=== mem_access_unit ===
## src/rtl/mem_access_unit.sv

```systemverilog
// Load/store unit: one Avalon-MM style transaction per request, with byte-lane steering,
// sign/zero extension and LWL/LWR merging of the returned word.
module mem_access_unit (
  input  logic        clk,
  input  logic        reset_ni,
  input  logic        start_i,
  input  logic [5:0]  opcode_i,
  input  logic [31:0] effective_address_i,
  input  logic [31:0] rt_i,
  output logic        busy_o,
  output logic        done_o,
  output logic [31:0] data_o,
  output logic        addr_err_o,
  output logic [31:0] address_o,
  output logic        read_o,
  output logic        write_o,
  output logic [3:0]  byteenable_o,
  output logic [31:0] writedata_o,
  input  logic        waitrequest_i,
  input  logic [31:0] readdata_i
);

  localparam logic [5:0] OpLb  = 6'h20;
  localparam logic [5:0] OpLh  = 6'h21;
  localparam logic [5:0] OpLwl = 6'h22;
  localparam logic [5:0] OpLw  = 6'h23;
  localparam logic [5:0] OpLbu = 6'h24;
  localparam logic [5:0] OpLhu = 6'h25;
  localparam logic [5:0] OpLwr = 6'h26;
  localparam logic [5:0] OpSb  = 6'h28;
  localparam logic [5:0] OpSh  = 6'h29;
  localparam logic [5:0] OpSw  = 6'h2B;

  typedef enum logic [1:0] {StIdle, StRead, StWrite, StDone} state_e;

  state_e      state_q, state_d;
  logic [5:0]  op_q, op_d;
  logic [1:0]  off_q, off_d;
  logic [31:0] rt_q, rt_d;
  logic [31:0] data_q, data_d;
  logic        err_q, err_d;
  logic [31:0] address_q, address_d;
  logic        read_q, read_d;
  logic        write_q, write_d;
  logic [3:0]  be_q, be_d;
  logic [31:0] wdata_q, wdata_d;

  // Request decode straight from the inputs, used only in the accepting cycle.
  logic [1:0]  req_off;
  logic        req_err;
  logic        req_load;
  logic [3:0]  req_be;
  logic [31:0] req_wdata;

  assign req_off = effective_address_i[1:0];

  always_comb begin
    req_err   = 1'b0;
    req_load  = 1'b0;
    req_be    = 4'b0000;
    req_wdata = 32'h0;
    case (opcode_i)
      OpLb, OpLbu: begin
        req_load = 1'b1;
        req_be   = 4'b0001 << req_off;
      end
      OpLh, OpLhu: begin
        req_load = 1'b1;
        req_err  = req_off[0];
        req_be   = 4'b0011 << req_off;
      end
      OpLw: begin
        req_load = 1'b1;
        req_err  = |req_off;
        req_be   = 4'b1111;
      end
      OpLwl: begin
        req_load = 1'b1;
        case (req_off)
          2'd0:    req_be = 4'b0001;
          2'd1:    req_be = 4'b0011;
          2'd2:    req_be = 4'b0111;
          default: req_be = 4'b1111;
        endcase
      end
      OpLwr: begin
        req_load = 1'b1;
        req_be   = 4'b1111 << req_off;
      end
      OpSb: begin
        req_be    = 4'b0001 << req_off;
        req_wdata = rt_i << {req_off, 3'b000};
      end
      OpSh: begin
        req_err   = req_off[0];
        req_be    = 4'b0011 << req_off;
        req_wdata = rt_i << {req_off, 3'b000};
      end
      OpSw: begin
        req_err   = |req_off;
        req_be    = 4'b1111;
        req_wdata = rt_i;
      end
      default: req_err = 1'b1;
    endcase
  end

  // Load result, computed from the word on the bus in the completing read cycle.
  logic [15:0] lane;
  logic [31:0] load_result;

  assign lane = 16'(readdata_i >> {off_q, 3'b000});

  always_comb begin
    load_result = 32'h0;
    case (op_q)
      OpLb:  load_result = {{24{lane[7]}}, lane[7:0]};
      OpLbu: load_result = {24'h0, lane[7:0]};
      OpLh:  load_result = {{16{lane[15]}}, lane};
      OpLhu: load_result = {16'h0, lane};
      OpLw:  load_result = readdata_i;
      OpLwl: begin
        case (off_q)
          2'd0:    load_result = {readdata_i[7:0], rt_q[23:0]};
          2'd1:    load_result = {readdata_i[15:0], rt_q[15:0]};
          2'd2:    load_result = {readdata_i[23:0], rt_q[7:0]};
          default: load_result = readdata_i;
        endcase
      end
      OpLwr: begin
        case (off_q)
          2'd0:    load_result = readdata_i;
          2'd1:    load_result = {rt_q[31:24], readdata_i[31:8]};
          2'd2:    load_result = {rt_q[31:16], readdata_i[31:16]};
          default: load_result = {rt_q[31:8], readdata_i[31:24]};
        endcase
      end
      default: load_result = 32'h0;
    endcase
  end

  always_comb begin
    state_d   = state_q;
    op_d      = op_q;
    off_d     = off_q;
    rt_d      = rt_q;
    data_d    = data_q;
    err_d     = err_q;
    address_d = address_q;
    read_d    = read_q;
    write_d   = write_q;
    be_d      = be_q;
    wdata_d   = wdata_q;
    case (state_q)
      StIdle: begin
        if (start_i) begin
          op_d   = opcode_i;
          off_d  = req_off;
          rt_d   = rt_i;
          data_d = 32'h0;
          err_d  = req_err;
          if (req_err) begin
            state_d = StDone;
          end else begin
            address_d = {effective_address_i[31:2], 2'b00};
            be_d      = req_be;
            if (req_load) begin
              state_d = StRead;
              read_d  = 1'b1;
            end else begin
              state_d = StWrite;
              write_d = 1'b1;
              wdata_d = req_wdata;
            end
          end
        end
      end
      StRead: begin
        if (!waitrequest_i) begin
          read_d  = 1'b0;
          data_d  = load_result;
          state_d = StDone;
        end
      end
      StWrite: begin
        if (!waitrequest_i) begin
          write_d = 1'b0;
          state_d = StDone;
        end
      end
      StDone:  state_d = StIdle;
      default: state_d = StIdle;
    endcase
  end

  // Async reset clears the request registers, so read/write drop without a clock edge.
  always_ff @(posedge clk or negedge reset_ni) begin
    if (!reset_ni) begin
      state_q   <= StIdle;
      op_q      <= 6'h0;
      off_q     <= 2'b00;
      rt_q      <= 32'h0;
      data_q    <= 32'h0;
      err_q     <= 1'b0;
      address_q <= 32'h0;
      read_q    <= 1'b0;
      write_q   <= 1'b0;
      be_q      <= 4'b0000;
      wdata_q   <= 32'h0;
    end else begin
      state_q   <= state_d;
      op_q      <= op_d;
      off_q     <= off_d;
      rt_q      <= rt_d;
      data_q    <= data_d;
      err_q     <= err_d;
      address_q <= address_d;
      read_q    <= read_d;
      write_q   <= write_d;
      be_q      <= be_d;
      wdata_q   <= wdata_d;
    end
  end

  assign busy_o       = (state_q != StIdle);
  assign done_o       = (state_q == StDone);
  assign data_o       = data_q;
  assign addr_err_o   = err_q;
  assign address_o    = address_q;
  assign read_o       = read_q;
  assign write_o      = write_q;
  assign byteenable_o = be_q;
  assign writedata_o  = wdata_q;

endmodule

```

## config.mk

```make
export PLATFORM = sky130hd
export DESIGN_NAME = mem_access_unit
export DESIGN_NICKNAME = d
export VERILOG_FILES = /design/src/rtl/mem_access_unit.sv
export SDC_FILE = /design/constraint.sdc
export NUM_CORES = 1
export LEC_CHECK = 0
export CELL_PAD_IN_SITES_DETAIL_PLACEMENT = 1
export CELL_PAD_IN_SITES_GLOBAL_PLACEMENT = 1
export CORE_UTILIZATION = 41
export DETAILED_ROUTE_END_ITERATION = 7
export HOLD_SLACK_MARGIN = 0.02
export PLACE_DENSITY = 0.87
export SETUP_SLACK_MARGIN = 0.2
export SLEW_MARGIN = 20
export SYNTH_ARGS = -nofsm -noshare
export SYNTH_HDL_FRONTEND = slang
export SYNTH_SLANG_ARGS = --single-unit
```

## constraint.sdc

```tcl
create_clock -name clk -period 4.2 [get_ports clk]
set_input_delay 1.05 -clock clk [delete_from_list [all_inputs] [get_ports clk]]
set_output_delay 1.05 -clock clk [all_outputs]
set_load 0.02 [all_outputs]
```

==> CHANGELOG.md <==
## Flow update

* Class of the tightest hold or removal check: reg -> reg
* Initial DRT Pass Iterations at 7
* Endpoint of the worst setup timing path: byteenable_o[0]$_DFFE_PN0P_
* Seq/Total Area, Yosys at ~45%
* Number of I/O port buffers at approximately 210
* Count of placed standard cells including taps at roughly 1200
* Worst slew pin tran at about 940 ps
* Slowest cell delay on critical path at 710 ps
* Outcome: finished clean
* Share of flip-flops with an asynchronous set or reset after synthesis at 100.0%
* Simple logic cell fraction of the synthesized area at around an eighth
* Final Util at 57.44%
* Final antenna-violating net count at 0
* Number of storage elements in the synthesis netlist at 143
* Worst Hold Launch: writedata_o[9]$_DFFE_PN0P_
* Ys flop type: sky130_fd_sc_hd__dfrtp_1
* FFs & Latches at 143
* Ys Warns at 0
* Synthesized area per cell at 10.22 sq um
* # resized after CTS at 0
* Total length of routed met2 wires at 13.73 mm
* Startpoint type of the worst setup path: input port
* Largest combinational cell category by area: AND-OR/OR-AND gates
* Final hold violation count at 0
* Number of max-slew violations in the final report at 0
* Synth Area in Adders at 0.7791%
* Cell breakdown of the critical path: clkdlybuf4s50_1 > and3b_1 > a2111oi_4 > nand3_4 > a311oi_1 > a21o_1
* Critical path launch point: opcode_i[0]
* XOR-XNOR Cells, Area Fraction at less than 1%
* Hold Path End: writedata_o[9]$_DFFE_PN0P_
* Total number of H-tree levels at 4
* Total internal power at 3999 uW
* Post-CTS repair timing setup buffer count at 0
* Antenna violations before repair at 1
* Max VDD drop at around 0.36 mV
* Core area at around 19000 sq um
* Fillers at 2034
* Sink count of the clock tree at around 140
* Most Crowded Layer GR: met2
* Final instance count without filler cells at about 1200
* Data buffer area share at about a fifth
* Reg area at 3581 sq um
* Sequential share of cell area at around a third
* Crit. path cell count at 6
* Non-Clock Buffer Count at 226
* Share of the cycle needed by the critical path after routing at ~76%
* Logic cell area at 4115 sq um
* Met3 capacity usage during global routing at roughly 5.7%
* Maximum buffer depth of the clock tree at 2
* Post-synthesis cell type with the largest instance count: sky130_fd_sc_hd__dfrtp_1
* Multi-input gates at around 570
* Met3 layer wire length in the routed design at roughly 1.6 mm
* Proportion of power drawn by the clock network at between 20% and 30%
* Fraction of layout instances using a drive strength above 1 at between 10% and 20%
* Antenna cells at 1
* Min setup slack post-route at just over 1000 ps
* Met1 track demand over resource at 37.77%
* Sequential power share at 34.4%
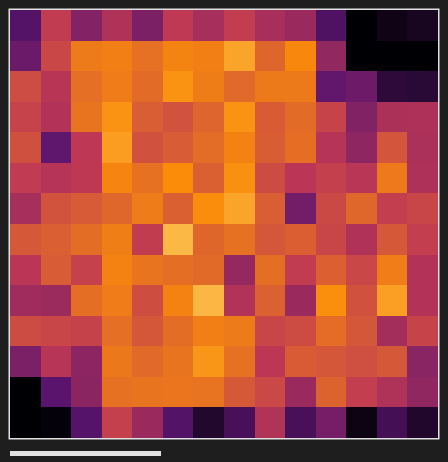
*Local utilization, mem_access_unit*
Scale bar: 50 um. 14 x 14 tiles, from black (low) to pale yellow (high), 0 to 100% covered.
The fullest tile reaches 85%. 3.6% of the tiles are nearly empty. The emptiest ninth of the die: north-east. The mean over all tiles is 52%. 6.6% of the tiles are over 75% full.

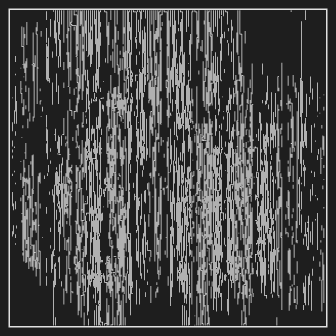
*The metal 2 layer, mem_access_unit*
The wires run mostly vertical. The layer carries 13700 um of wire.
met2 usage: 47.34%
Routed WL: 28.47 mm

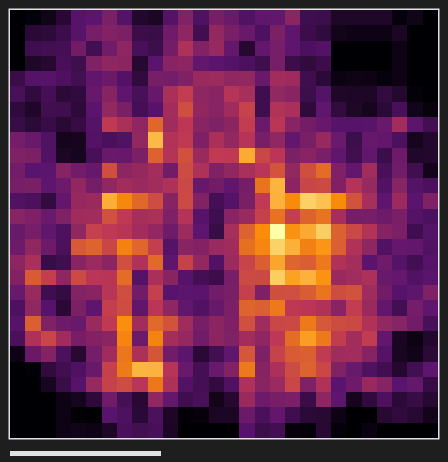
*Wiring heat map, mem_access_unit*
Scale bar: 50 um. 28 x 28 tiles, from black (low) to pale yellow (high), scaled to the fullest tile. Values are wire area over tile area, all layers added.
The fullest tile reaches 0.71. The densest ninth of the die: center. The mean over all tiles is 0.23.
total via count in the routed design: 7297
Overall Global Routing Usage: 28.99%
Avg WL per Cell: 22.97 um


=== seg7_scan_driver_flat ===
### Congestion heat map, seg7_scan_driver_flat

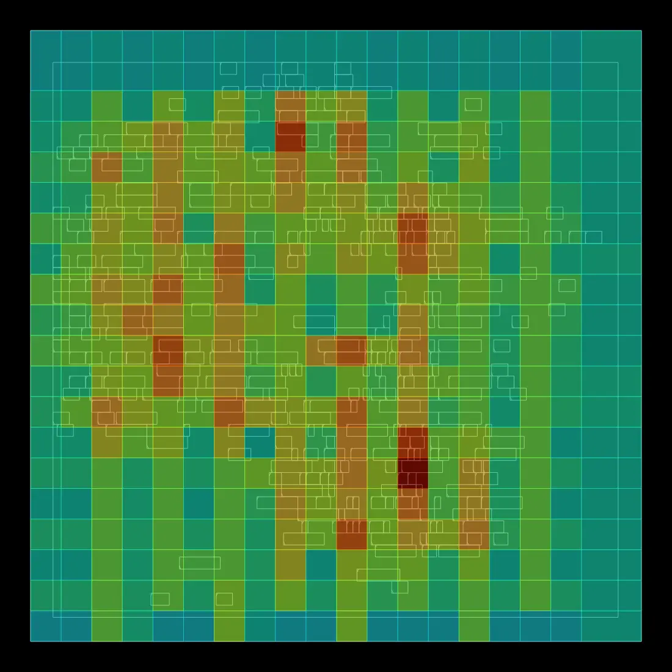
### The metal 1 layer, seg7_scan_driver_flat

Scale bar: 50 um.
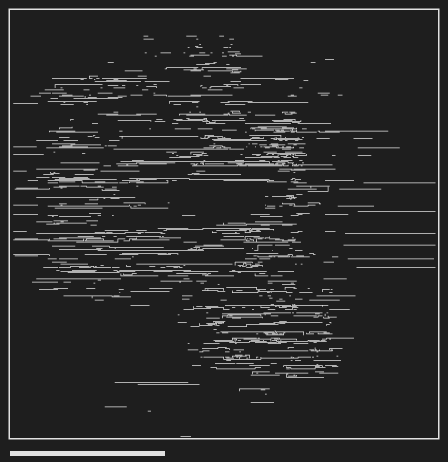
### src/rtl/seg7_scan_driver_if.sv
// seg7_scan_driver_if: display value/control in, anode/cathode drive out.
// master = value producer (CPU side), slave = scan driver.
interface seg7_scan_driver_if;
  logic [31:0] DISREG;
  logic [7:0]  DP;
  logic        EN;
  logic [7:0]  AN;
  logic [6:0]  SEG;
  logic        DPN;
  logic        FRAME;

  modport master (
    output DISREG, DP, EN,
    input  AN, SEG, DPN, FRAME
  );

  modport slave (
    input  DISREG, DP, EN,
    output AN, SEG, DPN, FRAME
  );
endinterface

### src/rtl/seg7_scan_driver.sv
// seg7_scan_driver: 8-digit multiplexed hex display driver (Nexys A7).
// Optional LEADING_ZERO_BLANK_EN: leading-zero blanking per 16-bit half.
module seg7_scan_driver #(
  parameter int DIGIT_CYCLES = 100000,
  parameter int GUARD_CYCLES = 2000
) (
  input logic               CLK,
  input logic               RSTN,
  seg7_scan_driver_if.slave disp
);
  localparam int PW =
    (DIGIT_CYCLES > 1) ? $clog2(DIGIT_CYCLES) : 1;
  localparam logic [PW-1:0] PMAX = PW'(DIGIT_CYCLES - 1);
  localparam logic [PW-1:0] GEND = PW'(GUARD_CYCLES);

  typedef enum logic {
    S_IDLE,
    S_SCAN
  } state_e;

  state_e      state_q, state_d;
  logic [PW-1:0] pre_q, pre_d;
  logic [2:0]  idx_q, idx_d;
  logic [31:0] snap_q, snap_d;
  logic [7:0]  sdp_q, sdp_d;
  logic [7:0]  an_q, an_d;
  logic [6:0]  seg_q, seg_d;
  logic        dpn_q, dpn_d;
  logic        frame_q, frame_d;
  logic        take;
  logic        wrap;
  logic        hide;
  logic [3:0]  nib;

  function automatic logic [6:0] hex7(input logic [3:0] n);
    unique case (n)
      4'h0: hex7 = 7'h40;
      4'h1: hex7 = 7'h79;
      4'h2: hex7 = 7'h24;
      4'h3: hex7 = 7'h30;
      4'h4: hex7 = 7'h19;
      4'h5: hex7 = 7'h12;
      4'h6: hex7 = 7'h02;
      4'h7: hex7 = 7'h78;
      4'h8: hex7 = 7'h00;
      4'h9: hex7 = 7'h10;
      4'hA: hex7 = 7'h08;
      4'hB: hex7 = 7'h03;
      4'hC: hex7 = 7'h46;
      4'hD: hex7 = 7'h21;
      4'hE: hex7 = 7'h06;
      4'hF: hex7 = 7'h0E;
    endcase
  endfunction

`ifdef LEADING_ZERO_BLANK_EN
  logic [7:0] blank_q, blank_d;

  // Lowest digit of each half is never blanked.
  function automatic logic [3:0] lz(input logic [15:0] h);
    logic [3:0] b;
    b[3] = (h[15:12] == 4'h0);
    b[2] = b[3] && (h[11:8] == 4'h0);
    b[1] = b[2] && (h[7:4] == 4'h0);
    b[0] = 1'b0;
    return b;
  endfunction

  assign hide = blank_q[idx_q];
`else
  assign hide = 1'b0;
`endif

  assign wrap = (pre_q == PMAX);
  assign nib  = 4'(snap_q >> {idx_q, 2'b00});

  always_comb begin
    state_d = state_q;
    pre_d   = pre_q;
    idx_d   = idx_q;
    snap_d  = snap_q;
    sdp_d   = sdp_q;
    an_d    = 8'hFF;
    seg_d   = 7'h7F;
    dpn_d   = 1'b1;
    take    = 1'b0;
    if (!disp.EN) begin
      state_d = S_IDLE;
      pre_d   = '0;
      idx_d   = '0;
    end else begin
      unique case (state_q)
        S_IDLE: begin
          take    = 1'b1;
          state_d = S_SCAN;
          pre_d   = '0;
          idx_d   = '0;
        end
        S_SCAN: begin
          pre_d = wrap ? '0 : pre_q + 1'b1;
          if (wrap)
            idx_d = idx_q + 3'd1;
          take = wrap && (idx_q == 3'd7);
          if (pre_q >= GEND) begin
            an_d  = ~(8'd1 << idx_q);
            seg_d = hide ? 7'h7F : hex7(nib);
            dpn_d = ~sdp_q[idx_q];
          end
        end
      endcase
    end
    frame_d = take;
    if (take) begin
      snap_d = disp.DISREG;
      sdp_d  = disp.DP;
    end
  end

`ifdef LEADING_ZERO_BLANK_EN
  always_comb begin
    blank_d = blank_q;
    if (take)
      blank_d = {lz(disp.DISREG[31:16]),
                 lz(disp.DISREG[15:0])};
  end

  always_ff @(posedge CLK or negedge RSTN) begin
    if (!RSTN)
      blank_q <= '0;
    else
      blank_q <= blank_d;
  end
`endif

  always_ff @(posedge CLK or negedge RSTN) begin
    if (!RSTN) begin
      state_q <= S_IDLE;
      pre_q   <= '0;
      idx_q   <= '0;
      snap_q  <= '0;
      sdp_q   <= '0;
      an_q    <= 8'hFF;
      seg_q   <= 7'h7F;
      dpn_q   <= 1'b1;
      frame_q <= 1'b0;
    end else begin
      state_q <= state_d;
      pre_q   <= pre_d;
      idx_q   <= idx_d;
      snap_q  <= snap_d;
      sdp_q   <= sdp_d;
      an_q    <= an_d;
      seg_q   <= seg_d;
      dpn_q   <= dpn_d;
      frame_q <= frame_d;
    end
  end

  assign disp.AN    = an_q;
  assign disp.SEG   = seg_q;
  assign disp.DPN   = dpn_q;
  assign disp.FRAME = frame_q;
endmodule

### src/flat_wrapper.sv
// flat-port wrapper written by rule: the top's interface ports become plain ports
module seg7_scan_driver_flat 
#(
  parameter int DIGIT_CYCLES = 100000,
  parameter int GUARD_CYCLES = 2000
)
  (CLK, RSTN, disp_DISREG, disp_DP, disp_EN, disp_AN, disp_SEG, disp_DPN, disp_FRAME);
  seg7_scan_driver_if disp_i ();
  input logic CLK;
  input logic RSTN;
  input wire logic [$bits(disp_i.DISREG)-1:0] disp_DISREG;
  input wire logic [$bits(disp_i.DP)-1:0] disp_DP;
  input wire logic [$bits(disp_i.EN)-1:0] disp_EN;
  output wire logic [$bits(disp_i.AN)-1:0] disp_AN;
  output wire logic [$bits(disp_i.SEG)-1:0] disp_SEG;
  output wire logic [$bits(disp_i.DPN)-1:0] disp_DPN;
  output wire logic [$bits(disp_i.FRAME)-1:0] disp_FRAME;
  assign disp_i.DISREG = disp_DISREG;
  assign disp_i.DP = disp_DP;
  assign disp_i.EN = disp_EN;
  assign disp_AN = disp_i.AN;
  assign disp_SEG = disp_i.SEG;
  assign disp_DPN = disp_i.DPN;
  assign disp_FRAME = disp_i.FRAME;
  seg7_scan_driver #(.DIGIT_CYCLES(DIGIT_CYCLES), .GUARD_CYCLES(GUARD_CYCLES)) u_core (.CLK(CLK), .RSTN(RSTN), .disp(disp_i));
endmodule
### config.mk
export PLATFORM = sky130hd
export DESIGN_NAME = seg7_scan_driver_flat
export DESIGN_NICKNAME = d
export VERILOG_FILES = /design/src/rtl/seg7_scan_driver_if.sv /design/src/rtl/seg7_scan_driver.sv /design/src/flat_wrapper.sv
export SDC_FILE = /design/constraint.sdc
export NUM_CORES = 1
export LEC_CHECK = 0
export CORE_MARGIN = 5
export CORE_UTILIZATION = 24
export DETAILED_ROUTE_END_ITERATION = 12
export PLACE_DENSITY = 0.52
export RECOVER_POWER = 100
export SLEW_MARGIN = 20
export SYNTH_ARGS = -nofsm -noshare
export SYNTH_HDL_FRONTEND = slang
export SYNTH_SLANG_ARGS = --single-unit
### constraint.sdc
create_clock -name CLK -period 6.9 [get_ports CLK]
set_clock_uncertainty 0.2 [all_clocks]
set_input_delay 1.725 -clock CLK [delete_from_list [all_inputs] [get_ports CLK]]
set_output_delay 1.725 -clock CLK [all_outputs]
set_load 0.03 [all_outputs]
==> CHANGELOG.md <==
## Flow update

* GRT Residual Overflow at 0
* Post-route minimum period at 4436 ps
* Hold Path End: u_core.snap_q[26]$_DFFE_PN0P_
* Biggest regs: u_core.snap_q (32), u_core.pre_q (17)
* Violations in the final reports: capacitance limit, slew limit
* Number of max-slew violations in the final report at 42
* Floorplan die area at approximately 19000 sq um
* Init Core Util at 24.56%
* # resized after CTS at 0
* Outcome: complete, but fails checks
* Final antenna-violating net count at 0
* Logic gate fraction of the total cell area at 34.18%
* Number of placement rows at 46
* Chip area from the yosys synthesis statistics at just under 4000 sq um
* Proportion of power drawn by the clock network at a little over two fifths
* Post-detailed-placement cell area at between 4000 and 5000 sq um
* Switching fraction of total power at 23.44%
* XOR-XNOR Cells, Area Fraction at between 3 and 4%
* Overall Global Routing Usage at a little under a tenth
* GP Congestion at around 0.77
* Sequential cell power at 514 uW
* Top cell category: sequential cells
* Length of routed wiring on met1 at 4.133 mm
* Fraction of the mapped netlist area in compound gates at approximately 4.5%
* Max VDD drop at about 0.13 mV
* Leakage Power at 0.001888 uW
* Number of enable flip-flop cells at 0
* Total of max-cap violations at 1
* Met3 layer wire length in the routed design at between 300 and 400 um
* Startpoint type of the worst setup path: input port
* Highest Signal Layer: met4
* CTS Root Buffer Type: sky130_fd_sc_hd__clkbuf_16
* Post-CTS repair timing setup buffer count at 0
* Synth Area in Adders at about 4.2%
* Required time worst endpoint at 6920 ps
* Number of global-route vias before repair at roughly 2700
* Initial DRT Pass Iterations at 4
* Critical Path Sink Type: flop
* Slowest cell delay on critical path at roughly 1600 ps
* Register ranked first by flip-flop count: u_core.snap_q
* Flip-flop count of the largest register after layout at 32
* Number of buffer and inverter stages on the critical path at 2
* Number of DRC violations after detailed-routing iteration 0 at 111
* Critical path launch point: disp_EN
* Number of clock buffers in the layout at 14
* Class of the tightest hold or removal check: reg -> reg
* Data buffer area share at between 10 and 15%
## Picture notes: 'Congestion heat map' of seg7_scan_driver_flat
met3 capacity usage during global routing: 2.630%
Avg WL per Cell: 14.48 um
met1 track demand over resource: 12.87%
met2 usage: 14.10%
Final Util: 30.36%

## Picture notes: 'The metal 1 layer' of seg7_scan_driver_flat
The longest straight run is 47.8 um. The layer holds 50% of the routed length. The layer carries 4130 um of wire. 368 nets have wire on it.
Routed WL: 8.298 mm
total via count in the routed design: 2417


=== clk_div_prog ===
$ cat config.mk
export PLATFORM = sky130hd
export DESIGN_NAME = clk_div_prog
export DESIGN_NICKNAME = d
export VERILOG_FILES = /design/src/rtl/clk_div_pkg.sv /design/src/rtl/clk_div_prog.sv
export SDC_FILE = /design/constraint.sdc
export NUM_CORES = 1
export LEC_CHECK = 0
export CORE_MARGIN = 2
export CORE_UTILIZATION = 50
export CTS_CLUSTER_DIAMETER = 150
export DETAILED_ROUTE_END_ITERATION = 6
export GPL_TIMING_DRIVEN = 0
export PLACE_DENSITY = 0.72
export SETUP_SLACK_MARGIN = 0.02
export SLEW_MARGIN = 0
export SYNTH_ARGS = -nofsm -noshare
export SYNTH_HDL_FRONTEND = slang
export SYNTH_SLANG_ARGS = --single-unit
$ cat constraint.sdc
create_clock -name clk_50Mhz -period 12.8 [get_ports clk_50Mhz]
set_clock_uncertainty 0.2 [all_clocks]
set_input_delay 1.92 -clock clk_50Mhz [delete_from_list [all_inputs] [get_ports clk_50Mhz]]
set_output_delay 1.92 -clock clk_50Mhz [all_outputs]
set_load 0.05 [all_outputs]
$ cat src/rtl/clk_div_pkg.sv
// Shared constants for the programmable clock divider and its users.
//   DIV_MIN          smallest accepted period (a period of 1 or 0 has no low phase)
//   DIV_1KHZ_AT_50M  50 MHz -> 1 kHz (display scan timebase)
//   DIV_2HZ_AT_1K    1 kHz  -> 2 Hz  (blink)
//   DIV_1HZ_AT_1K    1 kHz  -> 1 Hz  (seconds)
//   CNT_W_DEFAULT    default counter / divisor width
package clk_div_pkg;

    localparam int unsigned CNT_W_DEFAULT   = 32;
    localparam int unsigned DIV_MIN         = 2;
    localparam int unsigned DIV_1KHZ_AT_50M = 50000;
    localparam int unsigned DIV_2HZ_AT_1K   = 500;
    localparam int unsigned DIV_1HZ_AT_1K   = 1000;

endpackage

$ cat src/rtl/clk_div_prog.sv
// Runtime-programmable, glitch-free clock divider / tick generator.
// Divides clk_50Mhz by a period N (div_act). A new divisor is held in a
// shadow register and only applied at a period boundary (wrap or clr),
// so clk_out never produces a runt pulse.
//
// Ports:
//   clk_50Mhz  in   system clock, rising edge
//   rst_n      in   asynchronous active-low reset
//   en         in   count enable; 0 freezes counter and clk_out
//   clr        in   synchronous restart of the current period (beats en)
//   div_load   in   one-cycle strobe, capture div_val
//   div_val    in   requested period N (must be >= DIV_MIN)
//   clk_out    out  low floor(N/2) cycles, high ceil(N/2) cycles
//   tick       out  one-cycle pulse while cnt==0 following a wrap
//   div_err    out  one-cycle pulse when a load is rejected
//   div_act    out  period currently in effect
module clk_div_prog
    import clk_div_pkg::*;
#(
    parameter int unsigned CNT_W       = CNT_W_DEFAULT,
    parameter int unsigned DIV_DEFAULT = DIV_1KHZ_AT_50M
) (
    input  logic             clk_50Mhz,
    input  logic             rst_n,
    input  logic             en,
    input  logic             clr,
    input  logic             div_load,
    input  logic [CNT_W-1:0] div_val,
    output logic             clk_out,
    output logic             tick,
    output logic             div_err,
    output logic [CNT_W-1:0] div_act
);

    localparam logic [CNT_W-1:0] DIV_RST = CNT_W'(DIV_DEFAULT);
    localparam logic [CNT_W-1:0] DIV_LO  = CNT_W'(DIV_MIN);
    localparam logic [CNT_W-1:0] ONE     = CNT_W'(1);

    logic [CNT_W-1:0] cnt;
    logic [CNT_W-1:0] cnt_nxt;
    logic [CNT_W-1:0] pending;
    logic [CNT_W-1:0] pending_nxt;
    logic [CNT_W-1:0] div_act_nxt;
    logic             pending_vld;
    logic             pending_vld_nxt;
    logic             clk_out_nxt;
    logic             tick_nxt;
    logic             div_err_nxt;
    logic             wrap;
    logic             boundary;
    logic             load_ok;

    always_comb begin
        wrap     = en && (cnt == (div_act - ONE));
        boundary = wrap || clr;
        load_ok  = div_load && (div_val >= DIV_LO);

        div_err_nxt     = div_load && (div_val < DIV_LO);
        pending_nxt     = pending;
        pending_vld_nxt = pending_vld;
        div_act_nxt     = div_act;

        // At a boundary a load arriving in the same cycle wins over the
        // shadow value; otherwise a valid load just refreshes the shadow.
        if (boundary) begin
            if (load_ok) begin
                div_act_nxt = div_val;
            end else if (pending_vld) begin
                div_act_nxt = pending;
            end
            pending_vld_nxt = 1'b0;
        end else if (load_ok) begin
            pending_nxt     = div_val;
            pending_vld_nxt = 1'b1;
        end

        if (clr) begin
            cnt_nxt = '0;
        end else if (wrap) begin
            cnt_nxt = '0;
        end else if (en) begin
            cnt_nxt = cnt + ONE;
        end else begin
            cnt_nxt = cnt;
        end

        // Square output compares against the divisor that will be in effect
        // after this edge, so it is always low in the cnt==0 cycle.
        if (clr) begin
            clk_out_nxt = 1'b0;
        end else if (en) begin
            clk_out_nxt = (cnt_nxt >= (div_act_nxt >> 1));
        end else begin
            clk_out_nxt = clk_out;
        end

        tick_nxt = wrap && !clr;
    end

    always_ff @(posedge clk_50Mhz or negedge rst_n) begin
        if (!rst_n) begin
            cnt         <= '0;
            clk_out     <= 1'b0;
            tick        <= 1'b0;
            div_err     <= 1'b0;
            div_act     <= DIV_RST;
            pending     <= '0;
            pending_vld <= 1'b0;
        end else begin
            cnt         <= cnt_nxt;
            clk_out     <= clk_out_nxt;
            tick        <= tick_nxt;
            div_err     <= div_err_nxt;
            div_act     <= div_act_nxt;
            pending     <= pending_nxt;
            pending_vld <= pending_vld_nxt;
        end
    end

endmodule

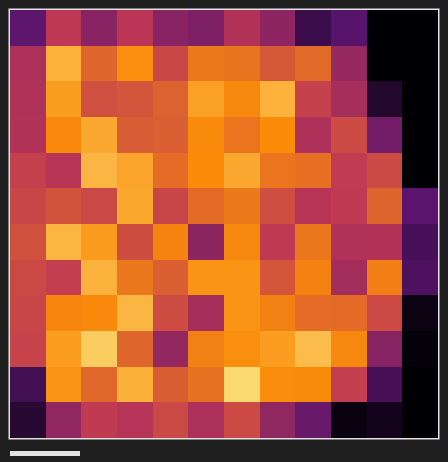
*Local utilization, clk_div_prog*
Scale bar: 20 um. 12 x 12 tiles, from black (low) to pale yellow (high), 0 to 100% covered.
The mean over all tiles is 53%. 19% of the tiles are over 75% full. The emptiest ninth of the die: north-east. The fullest tile reaches 92%. 6.9% of the tiles are nearly empty.

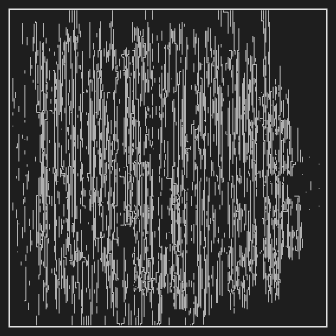
*The metal 2 layer, clk_div_prog*
The layer holds 47% of the routed length. The longest straight run is 71.1 um.

==> CHANGELOG.md <==
## Flow update

* Outcome: finished clean
* Startpoint-to-endpoint class of the critical path: in -> reg
* Net Switching at between 300 and 400 uW
* Required time worst endpoint at between 10000 and 15000 ps
* Highest Signal Layer: met4
* Total internal power at between 600 and 700 uW
* CTS Root Buffer Type: sky130_fd_sc_hd__clkbuf_16
* Largest power group: registers
* Tally of unique sky130hd cells used after synthesis at 62
* Number of max-slew violations in the final report at 0
* Setup slack on the worst flop-to-flop path at 5740 ps
* Count of placed standard cells including taps at approximately 980
* Overall die width at about 120 um
* Cell breakdown of the critical path: clkbuf_1 > nand3_1 > a221oi_1 > nand3_1 > or4_1 > or4_1 > clkbuf_1 > buf_2 > o211a_1 > a211oi_1 > ha_1 > a21o_1 > a21oi_1 > nor2b_1 > a2111oi_0 > o211ai_1 > a211oi_1 > nor3_1 > a311o_1
* Routed WL at between 20 and 25 mm
* Post-synthesis mux area share at about 5.8%
* Worst Hold Launch: pending[10]$_DFFE_PN0P_
* Total via count in the routed design at just over 6000
* Slowest cell delay on critical path at around 610 ps
* PD cells at about 120 nW/um^2
* Met1 track demand over resource at between 40% and 50%
* Chip area from the yosys synthesis statistics at roughly 7100 sq um
* Count of tool warnings at 26
* Class of the tightest hold or removal check: reg -> reg
* GP Congestion at 0.9029
* Final net count at about 880
* Startpoint type of the worst setup path: input port
* Number of DRC violations after detailed-routing iteration 0 at 464
* Sequential power share at between 40 and 50%
* Worst reg2reg endpoint: clk_out$_DFFE_PN0P_
* Die extent in y at about 120 um
* Path depth of the worst reg2reg path at 19
* Critical path launch point: en
* Critical Path AT at around 7400 ps
* Normalized max-slew margin at just under 40%
* Sequential cell power at 401 uW
* Number of global-route vias before repair at between 6000 and 7000
* Overall Global Routing Usage at approximately 28%
* Dominant cell type by area after synthesis: sky130_fd_sc_hd__dfrtp_1
* Logic cell area at approximately 4300 sq um
* Number of placement rows at approximately 43
* Final Util at between 50 and 60%
* Final antenna-violating net count at 0
* Number of buffer and inverter stages on the critical path at 3
* Routed via count divided by cell count at about 6.3
* Total length of routed met2 wires at slightly below 10 mm
* Max VDD drop at around 0.085 mV
* Antenna violations before repair at 0
* Number of well taps at ~180
* Switching fraction of total power at 37.59%
* Total number of H-tree levels at 3
* Share of total power in combinational logic at between 30% and 40%
* Synthesized net count at ~800
* Fraction of the mapped netlist area in compound gates at ~22%
* # resized after CTS at 0
* Number of storage elements in the synthesis netlist at 100
* Total combinational power at ~340 uW
* DRC at 0

Power and IR drop assume default switching activity.
